# traceback_unit

==> traceback_unit/placement_by_type.png <==
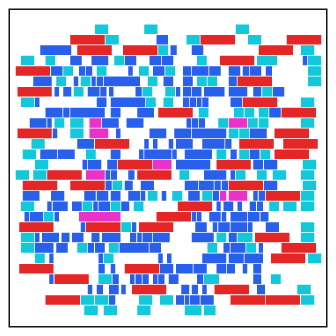
File: config.mk
export PLATFORM = sky130hd
export DESIGN_NAME = traceback_unit
export DESIGN_NICKNAME = d
export VERILOG_FILES = /design/src/rtl/traceback_unit_pkg.sv /design/src/rtl/tb_addr_gen.sv /design/src/rtl/traceback_unit.sv
export SDC_FILE = /design/constraint.sdc
export NUM_CORES = 1
export LEC_CHECK = 0
export CAP_MARGIN = 40
export CORE_UTILIZATION = 40
export DETAILED_ROUTE_END_ITERATION = 8
export MAX_ROUTING_LAYER = met4
export PLACE_DENSITY_LB_ADDON = 0.08
export SKIP_LAST_GASP = 1
export SYNTH_ARGS = -nofsm -noshare
export SYNTH_HDL_FRONTEND = slang
export SYNTH_HIERARCHICAL = 1
export SYNTH_SLANG_ARGS = --single-unit
File: constraint.sdc
create_clock -name clk -period 4.3 [get_ports clk]
set_clock_uncertainty 0.1 [all_clocks]
set_input_delay 1.29 -clock clk [delete_from_list [all_inputs] [get_ports clk]]
set_output_delay 1.29 -clock clk [all_outputs]
set_load 0.02 [all_outputs]
File: src/rtl/traceback_unit_pkg.sv
// Shared encodings for the traceback datapath: move codes, symbol word layout and FSM states.
// The score/symbol generator imports the same definitions so both sides agree on the bit layout.
package traceback_unit_pkg;

    localparam int unsigned SYM_W        = 3;
    localparam int unsigned SYM_DIAG_BIT = 2;
    localparam int unsigned SYM_UP_BIT   = 1;
    localparam int unsigned SYM_LEFT_BIT = 0;

    typedef enum logic [1:0] {
        MOVE_DIAG = 2'b00,
        MOVE_UP   = 2'b01,
        MOVE_LEFT = 2'b10
    } move_e;

    typedef struct packed {
        logic diag;
        logic up;
        logic left;
    } sym_t;

    typedef enum logic [2:0] {
        ST_IDLE = 3'd0,
        ST_READ = 3'd1,
        ST_WAIT = 3'd2,
        ST_EMIT = 3'd3,
        ST_FIN  = 3'd4,
        ST_ERR  = 3'd5
    } state_e;

endpackage

File: src/rtl/tb_addr_gen.sv
// Row-major cell address i*(N+1)+j built from shifted copies of i, one per set bit of N+1,
// so no multiplier is needed whether or not N+1 is a power of two.
module tb_addr_gen #(
    parameter int unsigned N       = 128,
    parameter int unsigned BitAddr = $clog2(N + 1),
    parameter int unsigned AddrW   = $clog2((N + 1) * (N + 1) - 1)
) (
    input  logic [BitAddr:0]  i,
    input  logic [BitAddr:0]  j,
    output logic [AddrW-1:0]  addr
);

    localparam int unsigned NP1 = N + 1;

    logic [AddrW-1:0] acc;

    always_comb begin
        acc = '0;
        for (int unsigned k = 0; k < 32; k++) begin
            if (((NP1 >> k) & 32'd1) == 32'd1) begin
                acc = acc + (AddrW'(i) << k);
            end
        end
        addr = acc + AddrW'(j);
    end

endmodule

File: src/rtl/traceback_unit.sv
// Walks the direction matrix from (N,N) back to (0,0), reading one symbol per interior cell
// and streaming the chosen moves out over a valid/ready handshake.
module traceback_unit
    import traceback_unit_pkg::*;
#(
    parameter int unsigned N       = 128,
    parameter int unsigned BitAddr = $clog2(N + 1),
    parameter int unsigned AddrW   = $clog2((N + 1) * (N + 1) - 1)
) (
    input  logic               clk,
    input  logic               rst,
    input  logic               start,
    output logic               sym_rd_en,
    output logic [AddrW-1:0]   sym_addr,
    input  logic [SYM_W-1:0]   sym_data,
    output logic               move_valid,
    input  logic               move_ready,
    output logic [1:0]         move,
    output logic [BitAddr:0]   move_i,
    output logic [BitAddr:0]   move_j,
    output logic               busy,
    output logic               done,
    output logic               error
);

    localparam int unsigned IdxW = BitAddr + 1;

    state_e           state_q;
    state_e           state_d;
    logic [BitAddr:0] i_q;
    logic [BitAddr:0] i_d;
    logic [BitAddr:0] j_q;
    logic [BitAddr:0] j_d;
    move_e            move_q;
    move_e            move_d;
    logic             error_d;
    logic             rd_en_d;
    logic [AddrW-1:0] addr_d;
    sym_t             sym;

    assign sym    = sym_t'(sym_data);
    assign move   = 2'(move_q);
    assign move_i = i_q;
    assign move_j = j_q;

    // Address is formed from the next-cycle cell so the read strobe and address register together.
    tb_addr_gen #(
        .N       (N),
        .BitAddr (BitAddr),
        .AddrW   (AddrW)
    ) u_addr_gen (
        .i    (i_d),
        .j    (j_d),
        .addr (addr_d)
    );

    always_comb begin
        state_d = state_q;
        i_d     = i_q;
        j_d     = j_q;
        move_d  = move_q;
        error_d = error;
        case (state_q)
            ST_IDLE: begin
                if (start) begin
                    state_d = ST_READ;
                    i_d     = IdxW'(N);
                    j_d     = IdxW'(N);
                    error_d = 1'b0;
                end
            end
            ST_READ: begin
                if (i_q == '0 && j_q == '0) begin
                    state_d = ST_FIN;
                end else if (i_q == '0) begin
                    move_d  = MOVE_LEFT;
                    state_d = ST_EMIT;
                end else if (j_q == '0) begin
                    move_d  = MOVE_UP;
                    state_d = ST_EMIT;
                end else begin
                    state_d = ST_WAIT;
                end
            end
            ST_WAIT: begin
                state_d = ST_EMIT;
                if (sym.diag) begin
                    move_d = MOVE_DIAG;
                end else if (sym.up) begin
                    move_d = MOVE_UP;
                end else if (sym.left) begin
                    move_d = MOVE_LEFT;
                end else begin
                    state_d = ST_ERR;
                    error_d = 1'b1;
                end
            end
            ST_EMIT: begin
                if (move_ready) begin
                    state_d = ST_READ;
                    case (move_q)
                        MOVE_DIAG: begin
                            i_d = i_q - IdxW'(1);
                            j_d = j_q - IdxW'(1);
                        end
                        MOVE_UP:   i_d = i_q - IdxW'(1);
                        MOVE_LEFT: j_d = j_q - IdxW'(1);
                        default: ;
                    endcase
                end
            end
            ST_FIN:  state_d = ST_IDLE;
            ST_ERR:  state_d = ST_IDLE;
            default: state_d = ST_IDLE;
        endcase
    end

    assign rd_en_d = (state_d == ST_READ) && (i_d != '0) && (j_d != '0);

    always_ff @(posedge clk or posedge rst) begin
        if (rst) begin
            state_q    <= ST_IDLE;
            i_q        <= '0;
            j_q        <= '0;
            move_q     <= MOVE_DIAG;
            error      <= 1'b0;
            busy       <= 1'b0;
            done       <= 1'b0;
            move_valid <= 1'b0;
            sym_rd_en  <= 1'b0;
            sym_addr   <= '0;
        end else begin
            state_q    <= state_d;
            i_q        <= i_d;
            j_q        <= j_d;
            move_q     <= move_d;
            error      <= error_d;
            busy       <= (state_d != ST_IDLE);
            done       <= (state_d == ST_FIN);
            move_valid <= (state_d == ST_EMIT);
            sym_rd_en  <= rd_en_d;
            sym_addr   <= addr_d;
        end
    end

endmodule

==> out/qor.log <==
qor: outcome.status finished clean
qor: routing.post_drt_via_cell_ratio 5.276
qor: synthesis.edf_count 0
qor: synthesis.syn_nets 288
qor: layout.layout-drive-gt1-share 0.2667
qor: run.warning_count 29
qor: worst_hold_path.hp-class flip-flop to flip-flop
qor: synthesis.common_cells dfrtp_1 (43), ha_1 (22), nand2_1 (21)
qor: power.pwr_density_cell 821.0 nW/um^2
qor: power.worst_ir_drop_vdd 0.0004671 V
qor: power.comb_power 2.06 mW
qor: sta.timing.final.crit_share 0.9705
qor: placement.post-place-ws -0.5467 ns
qor: routing.routedWlPerCell 15.07 um
qor: clock_tree.cts_hold_buffers 0
qor: setup_path.timing.critical_path.fanout_max 5
qor: setup_path.setup_cp_type input pin to flip-flop
qor: worst_hold_path.hold_path_end error
qor: floorplanning.die_height 82.57 um
qor: synthesis.synth.yosys.num_cells 256
qor: synthesis.async_flop_share 1.000
qor: setup_path.endpoint_class_of_the_critical_path flip-flop
qor: synthesis.synth.mux.area_fraction 0.03855
qor: run.cap_viol_max_count 0
About traceback_unit/placement_by_type.png:
class	color	cells	share of their area
flops	red	43	29%
other buffers and delay cells	cyan	103	24%
combinational and other logic	blue	206	44%
clock drivers and dummy loads	magenta	8	3.0%
utilization of the core after routing: 0.6258
fraction of area in registers: 0.2821
standard-cell rows: 28
Post-Layout Inst Area: 3815 um^2
core area: 6096 um^2

## layer usage
layer,global-route usage,vias up,wire (um)
met5,-,-,0
met4,0.04655,0,51
met3,0.03626,7,271
met2,0.3430,63,2998
met1,0.3115,1104,3236
li1,-,1121,-
## layout by cell type (no fill, tap or decap), types with 7 or more instances in the layout
cell	count
a21oi_1	15
buf_4	54
mux2i_1	9
inv_1	17
nor2_1	14
clkdlybuf4s50_1	44
ha_1	18
nand2_1	21
xnor2_1	11
nand3_1	7
dfrtp_1	43

# note_sequencer

===== src/rtl/note_pkg.sv =====
// Shared types and constants for the note sequencer: note period table,
// beat constant, channel FSM states and the FIFO command word.
package note_pkg;

   localparam int unsigned SEC_PER_MIN = 60;

   // Period word for each note index 0..15
   localparam logic [17:0] NOTE_PERIOD [16] = '{
      18'd191117, 18'd170265, 18'd160710, 18'd151690,
      18'd143176, 18'd127551, 18'd120395, 18'd113636,
      18'd107259, 18'd101239, 18'd95555,  18'd90194,
      18'd85132,  18'd80352,  18'd75843,  18'd71586
   };

   typedef enum logic {StIdle, StPlay} ch_state_e;

   typedef struct packed {
      logic [3:0] note;
      logic [2:0] beats;
   } cmd_t;

endpackage


===== src/rtl/note_channel.sv =====
// One sequencer voice: command FIFO, IDLE/PLAY FSM, beat countdown and
// period register. flush and rst both return the voice to silence.
module note_channel
   import note_pkg::*;
#(
   parameter int unsigned FIFO_DEPTH = 8,
   parameter int unsigned PERIOD_W   = 21
) (
   input  logic                clk,
   input  logic                rst,
   input  logic                flush,
   input  logic                push,
   input  logic [3:0]          push_note,
   input  logic [2:0]          push_beats,
   input  logic                beat_tick,
   output logic                full,
   output logic                busy,
   output logic                done,
   output logic [PERIOD_W-1:0] period
);

   localparam int unsigned PTR_W = $clog2(FIFO_DEPTH);

   cmd_t                mem [FIFO_DEPTH];
   cmd_t                head;
   logic [PTR_W-1:0]    wr_ptr_q, rd_ptr_q;
   logic [PTR_W:0]      count_q, count_d;
   ch_state_e           state_q, state_d;
   logic [2:0]          rem_q, rem_d;
   logic [PERIOD_W-1:0] period_q, period_d;
   logic                done_q, done_d;
   logic                pop, push_ok, empty;

   assign empty   = (count_q == '0);
   assign full    = (count_q == (PTR_W+1)'(FIFO_DEPTH));
   assign push_ok = push & ~full & ~flush;
   assign head    = mem[rd_ptr_q];

   assign busy   = (state_q == StPlay) | ~empty;
   assign done   = done_q;
   assign period = period_q;

   always_comb begin
      count_d = count_q;
      if (push_ok && !pop) begin
         count_d = count_q + (PTR_W+1)'(1);
      end else if (!push_ok && pop) begin
         count_d = count_q - (PTR_W+1)'(1);
      end
   end

   always_comb begin
      state_d  = state_q;
      rem_d    = rem_q;
      period_d = period_q;
      done_d   = 1'b0;
      pop      = 1'b0;
      case (state_q)
         StIdle: begin
            if (!empty) begin
               pop = 1'b1;
               // A zero-beat command is consumed without sounding
               if (head.beats != 3'd0) begin
                  state_d  = StPlay;
                  rem_d    = head.beats;
                  period_d = PERIOD_W'(NOTE_PERIOD[head.note]);
               end
            end
         end
         StPlay: begin
            if (beat_tick) begin
               if (rem_q > 3'd1) begin
                  rem_d = rem_q - 3'd1;
               end else begin
                  done_d = 1'b1;
                  if (!empty && head.beats != 3'd0) begin
                     pop      = 1'b1;
                     rem_d    = head.beats;
                     period_d = PERIOD_W'(NOTE_PERIOD[head.note]);
                  end else begin
                     pop      = ~empty;
                     state_d  = StIdle;
                     period_d = '0;
                  end
               end
            end
         end
         default: begin
            state_d  = StIdle;
            period_d = '0;
         end
      endcase
   end

   always_ff @(posedge clk) begin
      if (rst || flush) begin
         state_q  <= StIdle;
         rem_q    <= '0;
         period_q <= '0;
         done_q   <= 1'b0;
         wr_ptr_q <= '0;
         rd_ptr_q <= '0;
         count_q  <= '0;
      end else begin
         state_q  <= state_d;
         rem_q    <= rem_d;
         period_q <= period_d;
         done_q   <= done_d;
         count_q  <= count_d;
         if (push_ok) wr_ptr_q <= wr_ptr_q + PTR_W'(1);
         if (pop)     rd_ptr_q <= rd_ptr_q + PTR_W'(1);
      end
   end

   always_ff @(posedge clk) begin
      if (push_ok) mem[wr_ptr_q] <= {push_note, push_beats};
   end

endmodule


===== src/rtl/note_sequencer.sv =====
// Polyphonic note sequencer: shared tempo accumulator producing beat ticks,
// and one note_channel per voice fed from a single PLY command port.
module note_sequencer
   import note_pkg::*;
#(
   parameter int unsigned NUM_CH     = 4,
   parameter int unsigned FIFO_DEPTH = 8,
   parameter int unsigned CLK_HZ     = 50000000,
   parameter int unsigned PERIOD_W   = 21
) (
   input  logic                         clk,
   input  logic                         rst,
   input  logic                         ply_valid,
   output logic                         ply_ready,
   input  logic [$clog2(NUM_CH)-1:0]    ply_ch,
   input  logic [3:0]                   ply_note,
   input  logic [2:0]                   ply_beats,
   input  logic [10:0]                  bpm,
   input  logic                         flush,
   output logic [NUM_CH*PERIOD_W-1:0]   ch_period,
   output logic [NUM_CH-1:0]            ch_busy,
   output logic [NUM_CH-1:0]            ch_done
);

   localparam int unsigned CH_W       = $clog2(NUM_CH);
   localparam logic [32:0] BEAT_LIMIT = 33'(CLK_HZ) * 33'(SEC_PER_MIN);

   logic [NUM_CH-1:0] ch_full;
   logic [NUM_CH-1:0] ch_push;
   logic [31:0]       acc_q, acc_d;
   logic [32:0]       acc_sum;
   logic              beat_tick;

   assign ply_ready = ~flush & ~ch_full[ply_ch];

   always_comb begin
      for (int c = 0; c < NUM_CH; c++) begin
         ch_push[c] = ply_valid & ply_ready & (ply_ch == CH_W'(c));
      end
   end

   // Restart the beat phase whenever the whole sequencer is silent
   always_comb begin
      acc_sum   = {1'b0, acc_q} + {22'd0, bpm};
      acc_d     = acc_sum[31:0];
      beat_tick = 1'b0;
      if (flush || ch_busy == '0) begin
         acc_d = '0;
      end else if (acc_sum >= BEAT_LIMIT) begin
         acc_d     = 32'(acc_sum - BEAT_LIMIT);
         beat_tick = 1'b1;
      end
   end

   always_ff @(posedge clk) begin
      if (rst) acc_q <= '0;
      else     acc_q <= acc_d;
   end

   for (genvar c = 0; c < NUM_CH; c++) begin : g_ch
      note_channel #(
         .FIFO_DEPTH (FIFO_DEPTH),
         .PERIOD_W   (PERIOD_W)
      ) u_ch (
         .clk        (clk),
         .rst        (rst),
         .flush      (flush),
         .push       (ch_push[c]),
         .push_note  (ply_note),
         .push_beats (ply_beats),
         .beat_tick  (beat_tick),
         .full       (ch_full[c]),
         .busy       (ch_busy[c]),
         .done       (ch_done[c]),
         .period     (ch_period[c*PERIOD_W +: PERIOD_W])
      );
   end

endmodule


===== config.mk =====
export PLATFORM = sky130hd
export DESIGN_NAME = note_sequencer
export DESIGN_NICKNAME = d
export VERILOG_FILES = /design/src/rtl/note_pkg.sv /design/src/rtl/note_channel.sv /design/src/rtl/note_sequencer.sv
export SDC_FILE = /design/constraint.sdc
export NUM_CORES = 1
export LEC_CHECK = 0
export CORE_MARGIN = 4
export CORE_UTILIZATION = 40
export CTS_CLUSTER_SIZE = 16
export DETAILED_ROUTE_END_ITERATION = 10
export GPL_TIMING_DRIVEN = 0
export SLEW_MARGIN = 20
export SYNTH_ARGS = -nofsm -noshare
export SYNTH_HDL_FRONTEND = slang
export SYNTH_SLANG_ARGS = --single-unit

===== constraint.sdc =====
create_clock -name clk -period 16.2 [get_ports clk]
set_clock_uncertainty 0.15 [all_clocks]
set_input_delay 4.86 -clock clk [delete_from_list [all_inputs] [get_ports clk]]
set_output_delay 4.86 -clock clk [all_outputs]
set_load 0.02 [all_outputs]

==> note_sequencer/clk_routes.png <==
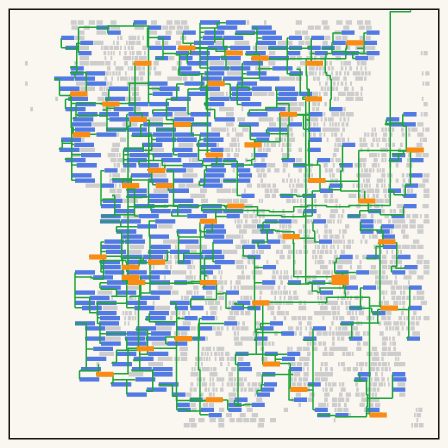
[clock drivers] orange | count: 43
[flip-flops] blue | count: 400
[clock wires] green | length: 5200 um
routed clock nets	44
part of the power in the clock network: 0.262
Skew-Pair Late Insertion Delay: 0.57 ns
Power Clock: 1.01 mW

==> out/qor.log <==
qor: outcome.status finished clean
qor: floorplanning.core_area 47850 um^2
qor: power.static-leakage-power 7.649 nW
qor: synthesis.compound_area_frac 0.1458
qor: worst_hold_path.hold_path.startpoint g_ch[1].u_ch.period[13]
qor: sta.finalSetupViolCount 0
qor: layout.num-multi-input-gates 1121
qor: floorplanning.taps 615
qor: placement.dpl.hpwl 32790 um
qor: routing.routed-wl-met2 22160 um
qor: placement.post-place-ws 4.339 ns
qor: layout.filler_cell_count 4287
qor: setup_path.crit_path_start ply_ch[1]
qor: sta.timing.fmax 84.27 MHz
qor: setup_path.path_cells clkdlybuf4s50_1 -> a21boi_0 -> nor3_1 -> a311oi_1 -> clkdlybuf4s50_1
qor: layout.area.share.sequential 0.4500
qor: setup_path.crit_path_frequent_cell clkdlybuf4s50_1
qor: power.final_total_power 3.852 mW
qor: setup_path.max_incr_delay_on_cp 0.73 ns
qor: layout.final-comb-area 8630 um^2
qor: synthesis.largest_area_cell edfxtp_1
qor: routing.num_vias 13647
qor: routing.drt-met1-wl 21340 um
qor: clock_tree.clk_transition_reported_paths 0.06 ns
qor: power.worst_ir_drop_vdd 0.00008658 V
qor: setup_path.endpoint_class_of_the_critical_path output port
qor: power.power.internal 2.396 mW
qor: sta.rsz_0062_raised_after_global_routing false
qor: clock_tree.ctsResizeCount 0
qor: synthesis.synth_area 19420 um^2
==> note_sequencer/io_placement.png <==
Pins as bars across the die edge, other pins in gray.
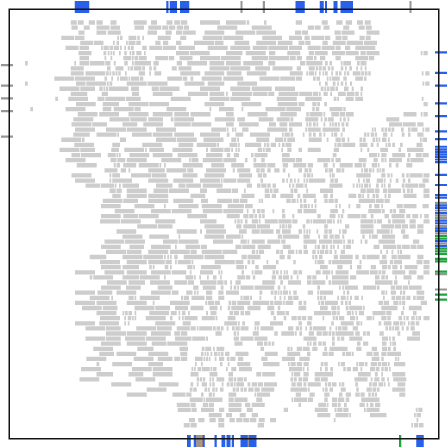
port	color	pins	direction	edge
ply_ready	orange	1	output	bottom
ch_period	blue	84	output	35 top, 27 right, 22 bottom
bpm	green	11	input	10 right, 1 bottom
all pins by edge	46 right, 38 top, 28 bottom, 5 left
PortBufs: 104
chip height: 228.3 um

## sequential cells by signal, indices dropped and copies added (netlist names), named ones only
signal / flops
g_ch.u_ch.count_q: 16
g_ch.u_ch.period: 72
g_ch.u_ch.done: 4
g_ch.u_ch.state_q: 4
g_ch.u_ch.rd_ptr_q: 12
g_ch.u_ch.wr_ptr_q: 12
acc_q: 32
g_ch.u_ch.mem: 224
g_ch.u_ch.rem_q: 12

# bram_heap_ctrl_flat

==> bram_heap_ctrl_flat/io_placement.png <==
Pins as bars across the die edge, other pins in gray.
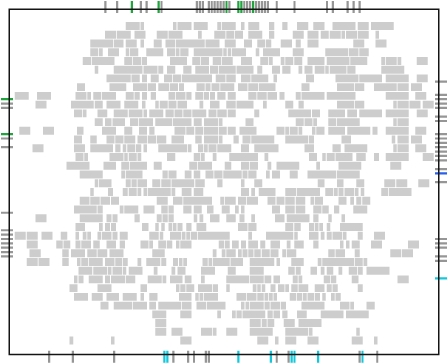
**src/rtl/bram_heap_ctrl_if.sv**
```systemverilog
// rtl/bram_heap_ctrl_if.sv - request, status and dual-port BRAM signals of the heap controller
interface bram_heap_ctrl_if #(
  parameter int KEY_WIDTH  = 8,
  parameter int ADDR_WIDTH = 8
);
  logic                  i_enq_valid;
  logic [KEY_WIDTH-1:0]  i_enq_data;
  logic                  i_deq_req;
  logic                  o_ready;
  logic                  o_deq_valid;
  logic [KEY_WIDTH-1:0]  o_deq_data;
  logic [KEY_WIDTH-1:0]  o_min;
  logic [ADDR_WIDTH:0]   o_count;
  logic                  o_empty;
  logic                  o_full;
  logic                  o_bram_ena_a;
  logic                  o_bram_we_a;
  logic [ADDR_WIDTH-1:0] o_bram_addr_a;
  logic [KEY_WIDTH-1:0]  o_bram_din_a;
  logic [KEY_WIDTH-1:0]  i_bram_dout_a;
  logic                  o_bram_ena_b;
  logic                  o_bram_we_b;
  logic [ADDR_WIDTH-1:0] o_bram_addr_b;
  logic [KEY_WIDTH-1:0]  o_bram_din_b;
  logic [KEY_WIDTH-1:0]  i_bram_dout_b;

  modport slave (
    input  i_enq_valid, i_enq_data, i_deq_req, i_bram_dout_a, i_bram_dout_b,
    output o_ready, o_deq_valid, o_deq_data, o_min, o_count, o_empty, o_full,
    output o_bram_ena_a, o_bram_we_a, o_bram_addr_a, o_bram_din_a,
    output o_bram_ena_b, o_bram_we_b, o_bram_addr_b, o_bram_din_b
  );

  modport master (
    output i_enq_valid, i_enq_data, i_deq_req, i_bram_dout_a, i_bram_dout_b,
    input  o_ready, o_deq_valid, o_deq_data, o_min, o_count, o_empty, o_full,
    input  o_bram_ena_a, o_bram_we_a, o_bram_addr_a, o_bram_din_a,
    input  o_bram_ena_b, o_bram_we_b, o_bram_addr_b, o_bram_din_b
  );
endinterface

```
**src/rtl/bram_heap_ctrl.sv**
```systemverilog
// rtl/bram_heap_ctrl.sv - min-heap priority queue driving both ports of a dual-port BRAM
module bram_heap_ctrl #(
  parameter int KEY_WIDTH  = 8,
  parameter int ADDR_WIDTH = 8
) (
  input logic              CLK,
  input logic              RSTn,
  bram_heap_ctrl_if.slave  bus
);
  localparam int CW = ADDR_WIDTH + 1;
  localparam logic [CW-1:0] CAP = {1'b1, {ADDR_WIDTH{1'b0}}};

  typedef enum logic [2:0] {IDLE, UP_RD, UP_CMP, DN_LAST, DN_WAIT, DN_RD, DN_CMP} state_t;

  state_t               state, state_n;
  logic [CW-1:0]        count, count_n;
  logic [CW-1:0]        hole, hole_n;
  logic [KEY_WIDTH-1:0] key, key_n;
  logic [KEY_WIDTH-1:0] min_q;
  logic [KEY_WIDTH-1:0] deq_data, deq_data_n;
  logic                 deq_valid, deq_valid_n;

  logic                  ena_a, we_a, ena_b;
  logic [ADDR_WIDTH-1:0] addr_a, addr_b;
  logic [KEY_WIDTH-1:0]  din_a;

  logic [CW-1:0]        l_idx, r_idx, parent;
  logic                 r_ok, use_r, empty, full;
  logic [KEY_WIDTH-1:0] child;

  assign empty  = (count == '0);
  assign full   = (count == CAP);
  assign parent = (hole - CW'(1)) >> 1;
  assign l_idx  = (hole << 1) + CW'(1);
  assign r_idx  = l_idx + CW'(1);
  assign r_ok   = (r_idx < count);
  assign use_r  = r_ok && (bus.i_bram_dout_b < bus.i_bram_dout_a);
  assign child  = use_r ? bus.i_bram_dout_b : bus.i_bram_dout_a;

  always_ff @(posedge CLK) begin
    if (!RSTn) begin
      state     <= IDLE;
      count     <= '0;
      hole      <= '0;
      key       <= '0;
      min_q     <= '0;
      deq_data  <= '0;
      deq_valid <= 1'b0;
    end else begin
      state     <= state_n;
      count     <= count_n;
      hole      <= hole_n;
      key       <= key_n;
      deq_data  <= deq_data_n;
      deq_valid <= deq_valid_n;
      // The root is mirrored in a register so peeking never touches the BRAM.
      if (we_a && addr_a == '0)
        min_q <= din_a;
    end
  end

  always_comb begin
    state_n     = state;
    count_n     = count;
    hole_n      = hole;
    key_n       = key;
    deq_data_n  = deq_data;
    deq_valid_n = 1'b0;
    ena_a       = 1'b0;
    we_a        = 1'b0;
    addr_a      = '0;
    din_a       = '0;
    ena_b       = 1'b0;
    addr_b      = '0;
    unique case (state)
      IDLE: begin
        if (bus.i_enq_valid && bus.i_deq_req && !empty) begin
          deq_valid_n = 1'b1;
          deq_data_n  = min_q;
          key_n       = bus.i_enq_data;
          hole_n      = '0;
          state_n     = DN_RD;
        end else if (bus.i_enq_valid && !full) begin
          key_n   = bus.i_enq_data;
          hole_n  = count;
          count_n = count + CW'(1);
          state_n = UP_RD;
        end else if (bus.i_deq_req && !bus.i_enq_valid && !empty) begin
          deq_valid_n = 1'b1;
          deq_data_n  = min_q;
          count_n     = count - CW'(1);
          state_n     = (count == CW'(1)) ? IDLE : DN_LAST;
        end
      end
      UP_RD: begin
        ena_a = 1'b1;
        if (hole == '0) begin
          we_a    = 1'b1;
          din_a   = key;
          state_n = IDLE;
        end else begin
          addr_a  = parent[ADDR_WIDTH-1:0];
          state_n = UP_CMP;
        end
      end
      UP_CMP: begin
        ena_a  = 1'b1;
        we_a   = 1'b1;
        addr_a = hole[ADDR_WIDTH-1:0];
        if (key < bus.i_bram_dout_a) begin
          din_a   = bus.i_bram_dout_a;
          hole_n  = parent;
          state_n = UP_RD;
        end else begin
          din_a   = key;
          state_n = IDLE;
        end
      end
      DN_LAST: begin
        // count already points past the new last slot, i.e. at the old last entry
        ena_a   = 1'b1;
        addr_a  = count[ADDR_WIDTH-1:0];
        state_n = DN_WAIT;
      end
      DN_WAIT: begin
        key_n   = bus.i_bram_dout_a;
        hole_n  = '0;
        state_n = DN_RD;
      end
      DN_RD: begin
        ena_a = 1'b1;
        if (l_idx >= count) begin
          we_a    = 1'b1;
          addr_a  = hole[ADDR_WIDTH-1:0];
          din_a   = key;
          state_n = IDLE;
        end else begin
          addr_a  = l_idx[ADDR_WIDTH-1:0];
          ena_b   = r_ok;
          addr_b  = r_ok ? r_idx[ADDR_WIDTH-1:0] : '0;
          state_n = DN_CMP;
        end
      end
      DN_CMP: begin
        ena_a  = 1'b1;
        we_a   = 1'b1;
        addr_a = hole[ADDR_WIDTH-1:0];
        if (child < key) begin
          din_a   = child;
          hole_n  = use_r ? r_idx : l_idx;
          state_n = DN_RD;
        end else begin
          din_a   = key;
          state_n = IDLE;
        end
      end
      default: state_n = IDLE;
    endcase
  end

  assign bus.o_ready       = (state == IDLE);
  assign bus.o_deq_valid   = deq_valid;
  assign bus.o_deq_data    = deq_data;
  assign bus.o_min         = min_q;
  assign bus.o_count       = count;
  assign bus.o_empty       = empty;
  assign bus.o_full        = full;
  assign bus.o_bram_ena_a  = ena_a & RSTn;
  assign bus.o_bram_we_a   = we_a & RSTn;
  assign bus.o_bram_addr_a = addr_a;
  assign bus.o_bram_din_a  = din_a;
  assign bus.o_bram_ena_b  = ena_b & RSTn;
  assign bus.o_bram_we_b   = 1'b0;
  assign bus.o_bram_addr_b = addr_b;
  assign bus.o_bram_din_b  = '0;
endmodule

```
**src/flat_wrapper.sv**
```systemverilog
// flat-port wrapper written by rule: the top's interface ports become plain ports
module bram_heap_ctrl_flat 
#(
  parameter int KEY_WIDTH  = 8,
  parameter int ADDR_WIDTH = 8
)
  (CLK, RSTn, bus_i_enq_valid, bus_i_enq_data, bus_i_deq_req, bus_i_bram_dout_a, bus_i_bram_dout_b, bus_o_ready, bus_o_deq_valid, bus_o_deq_data, bus_o_min, bus_o_count, bus_o_empty, bus_o_full, bus_o_bram_ena_a, bus_o_bram_we_a, bus_o_bram_addr_a, bus_o_bram_din_a, bus_o_bram_ena_b, bus_o_bram_we_b, bus_o_bram_addr_b, bus_o_bram_din_b);
  bram_heap_ctrl_if #(.KEY_WIDTH(KEY_WIDTH), .ADDR_WIDTH(ADDR_WIDTH)) bus_i ();
  input logic CLK;
  input logic RSTn;
  input wire logic [$bits(bus_i.i_enq_valid)-1:0] bus_i_enq_valid;
  input wire logic [$bits(bus_i.i_enq_data)-1:0] bus_i_enq_data;
  input wire logic [$bits(bus_i.i_deq_req)-1:0] bus_i_deq_req;
  input wire logic [$bits(bus_i.i_bram_dout_a)-1:0] bus_i_bram_dout_a;
  input wire logic [$bits(bus_i.i_bram_dout_b)-1:0] bus_i_bram_dout_b;
  output wire logic [$bits(bus_i.o_ready)-1:0] bus_o_ready;
  output wire logic [$bits(bus_i.o_deq_valid)-1:0] bus_o_deq_valid;
  output wire logic [$bits(bus_i.o_deq_data)-1:0] bus_o_deq_data;
  output wire logic [$bits(bus_i.o_min)-1:0] bus_o_min;
  output wire logic [$bits(bus_i.o_count)-1:0] bus_o_count;
  output wire logic [$bits(bus_i.o_empty)-1:0] bus_o_empty;
  output wire logic [$bits(bus_i.o_full)-1:0] bus_o_full;
  output wire logic [$bits(bus_i.o_bram_ena_a)-1:0] bus_o_bram_ena_a;
  output wire logic [$bits(bus_i.o_bram_we_a)-1:0] bus_o_bram_we_a;
  output wire logic [$bits(bus_i.o_bram_addr_a)-1:0] bus_o_bram_addr_a;
  output wire logic [$bits(bus_i.o_bram_din_a)-1:0] bus_o_bram_din_a;
  output wire logic [$bits(bus_i.o_bram_ena_b)-1:0] bus_o_bram_ena_b;
  output wire logic [$bits(bus_i.o_bram_we_b)-1:0] bus_o_bram_we_b;
  output wire logic [$bits(bus_i.o_bram_addr_b)-1:0] bus_o_bram_addr_b;
  output wire logic [$bits(bus_i.o_bram_din_b)-1:0] bus_o_bram_din_b;
  assign bus_i.i_enq_valid = bus_i_enq_valid;
  assign bus_i.i_enq_data = bus_i_enq_data;
  assign bus_i.i_deq_req = bus_i_deq_req;
  assign bus_i.i_bram_dout_a = bus_i_bram_dout_a;
  assign bus_i.i_bram_dout_b = bus_i_bram_dout_b;
  assign bus_o_ready = bus_i.o_ready;
  assign bus_o_deq_valid = bus_i.o_deq_valid;
  assign bus_o_deq_data = bus_i.o_deq_data;
  assign bus_o_min = bus_i.o_min;
  assign bus_o_count = bus_i.o_count;
  assign bus_o_empty = bus_i.o_empty;
  assign bus_o_full = bus_i.o_full;
  assign bus_o_bram_ena_a = bus_i.o_bram_ena_a;
  assign bus_o_bram_we_a = bus_i.o_bram_we_a;
  assign bus_o_bram_addr_a = bus_i.o_bram_addr_a;
  assign bus_o_bram_din_a = bus_i.o_bram_din_a;
  assign bus_o_bram_ena_b = bus_i.o_bram_ena_b;
  assign bus_o_bram_we_b = bus_i.o_bram_we_b;
  assign bus_o_bram_addr_b = bus_i.o_bram_addr_b;
  assign bus_o_bram_din_b = bus_i.o_bram_din_b;
  bram_heap_ctrl #(.KEY_WIDTH(KEY_WIDTH), .ADDR_WIDTH(ADDR_WIDTH)) u_core (.CLK(CLK), .RSTn(RSTn), .bus(bus_i));
endmodule
```
**config.mk**
```make
export PLATFORM = sky130hd
export DESIGN_NAME = bram_heap_ctrl_flat
export DESIGN_NICKNAME = d
export VERILOG_FILES = /design/src/rtl/bram_heap_ctrl_if.sv /design/src/rtl/bram_heap_ctrl.sv /design/src/flat_wrapper.sv
export SDC_FILE = /design/constraint.sdc
export NUM_CORES = 1
export LEC_CHECK = 0
export CORE_ASPECT_RATIO = 0.8
export CORE_MARGIN = 1
export CORE_UTILIZATION = 35
export DETAILED_ROUTE_END_ITERATION = 6
export PLACE_DENSITY = 0.7
export SYNTH_ARGS = -nofsm -noshare
export SYNTH_HDL_FRONTEND = slang
export SYNTH_SLANG_ARGS = --single-unit
```
**constraint.sdc**
```tcl
create_clock -name CLK -period 9.1 [get_ports CLK]
set_input_delay 2.73 -clock CLK [delete_from_list [all_inputs] [get_ports CLK]]
set_output_delay 2.73 -clock CLK [all_outputs]
set_load 0.01 [all_outputs]
```
==> out/qor.log <==
qor: worst_hold_path.hold_path.startpoint u_core.bus.o_deq_data[1]
qor: sta.timing.slew.headroom 0.09272
qor: layout.final-comb-area 3681 um^2
qor: sta.worst_slew_pin_slew 1.361 ns
qor: synthesis.post_synth_main_area_contributors dfxtp_1 (19%), ha_1 (11%), nor2_1 (4.5%)
qor: setup_path.r2r_end u_core.hole[0]
qor: floorplanning.initial_utilization 0.3667
qor: sta.fin_ws 0.1910 ns
qor: outcome.status finished clean
qor: floorplanning.core_area 13150 um^2
qor: clock_tree.cts-buffers-inserted 5
qor: sta.worst_clock_skew 0.008764 ns
qor: routing.num_vias 5318
qor: synthesis.ys_types 82
qor: synthesis.async_flop_share 0
qor: sta.fin_setup_tns 0 ns
qor: floorplanning.fp-row-count 37
qor: clock_tree.ctsResizeCount 62
qor: synthesis.synth_warnings 0
qor: setup_path.timing.critical_path.slowest_stage_cell clkdlybuf4s50_1
qor: grt.first_global_vias 5086
Notes on bram_heap_ctrl_flat/io_placement.png above:
port	color	pins	direction	edge
bus_o_count	cyan	9	output	8 bottom, 1 right
bus_o_deq_valid	blue	1	output	right
bus_i_bram_dout_a	green	8	input	6 top, 2 left
Die W: 133.2 um
chip height: 107.0 um
PortBufs: 82

power by group:
part           switching [mW]  internal, mW
sequential              0.164         0.276
combinational            1.12         0.893
clock                  0.0921         0.103
routing by layer:
layer  track usage  share of wire  up-vias
met5             0              0        -
met4       0.05601          0.012        0
met3       0.05248          0.093       18
met2        0.3736           0.42      289
met1        0.3583           0.47     2509
li1              -              -     2502
worst min-delay path, cell delays in order (launching register included):
cell,delay [ns]
dfxtp_1,0.33
mux2i_1,0.06
nor2_1,0.07


==> notes/layouts.md <==
Pictures saved along the way, in no particular order.

Track usage over the die.
Plate I
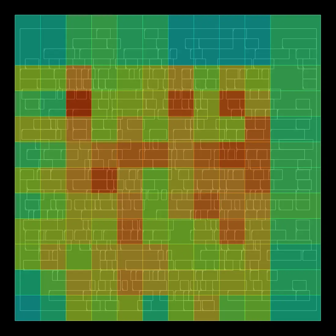
Plate II
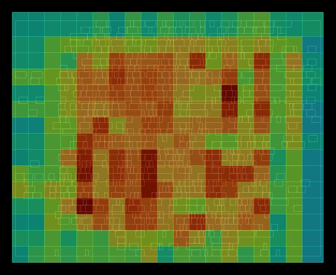
Plate III
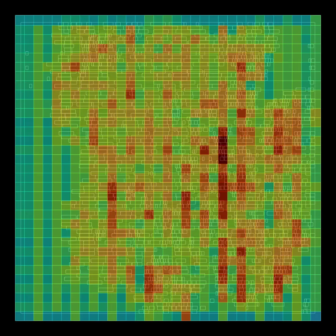
Plate II: bram_heap_ctrl_flat
Plate III: note_sequencer
Plate I: traceback_unit

Power and IR drop assume default switching activity.
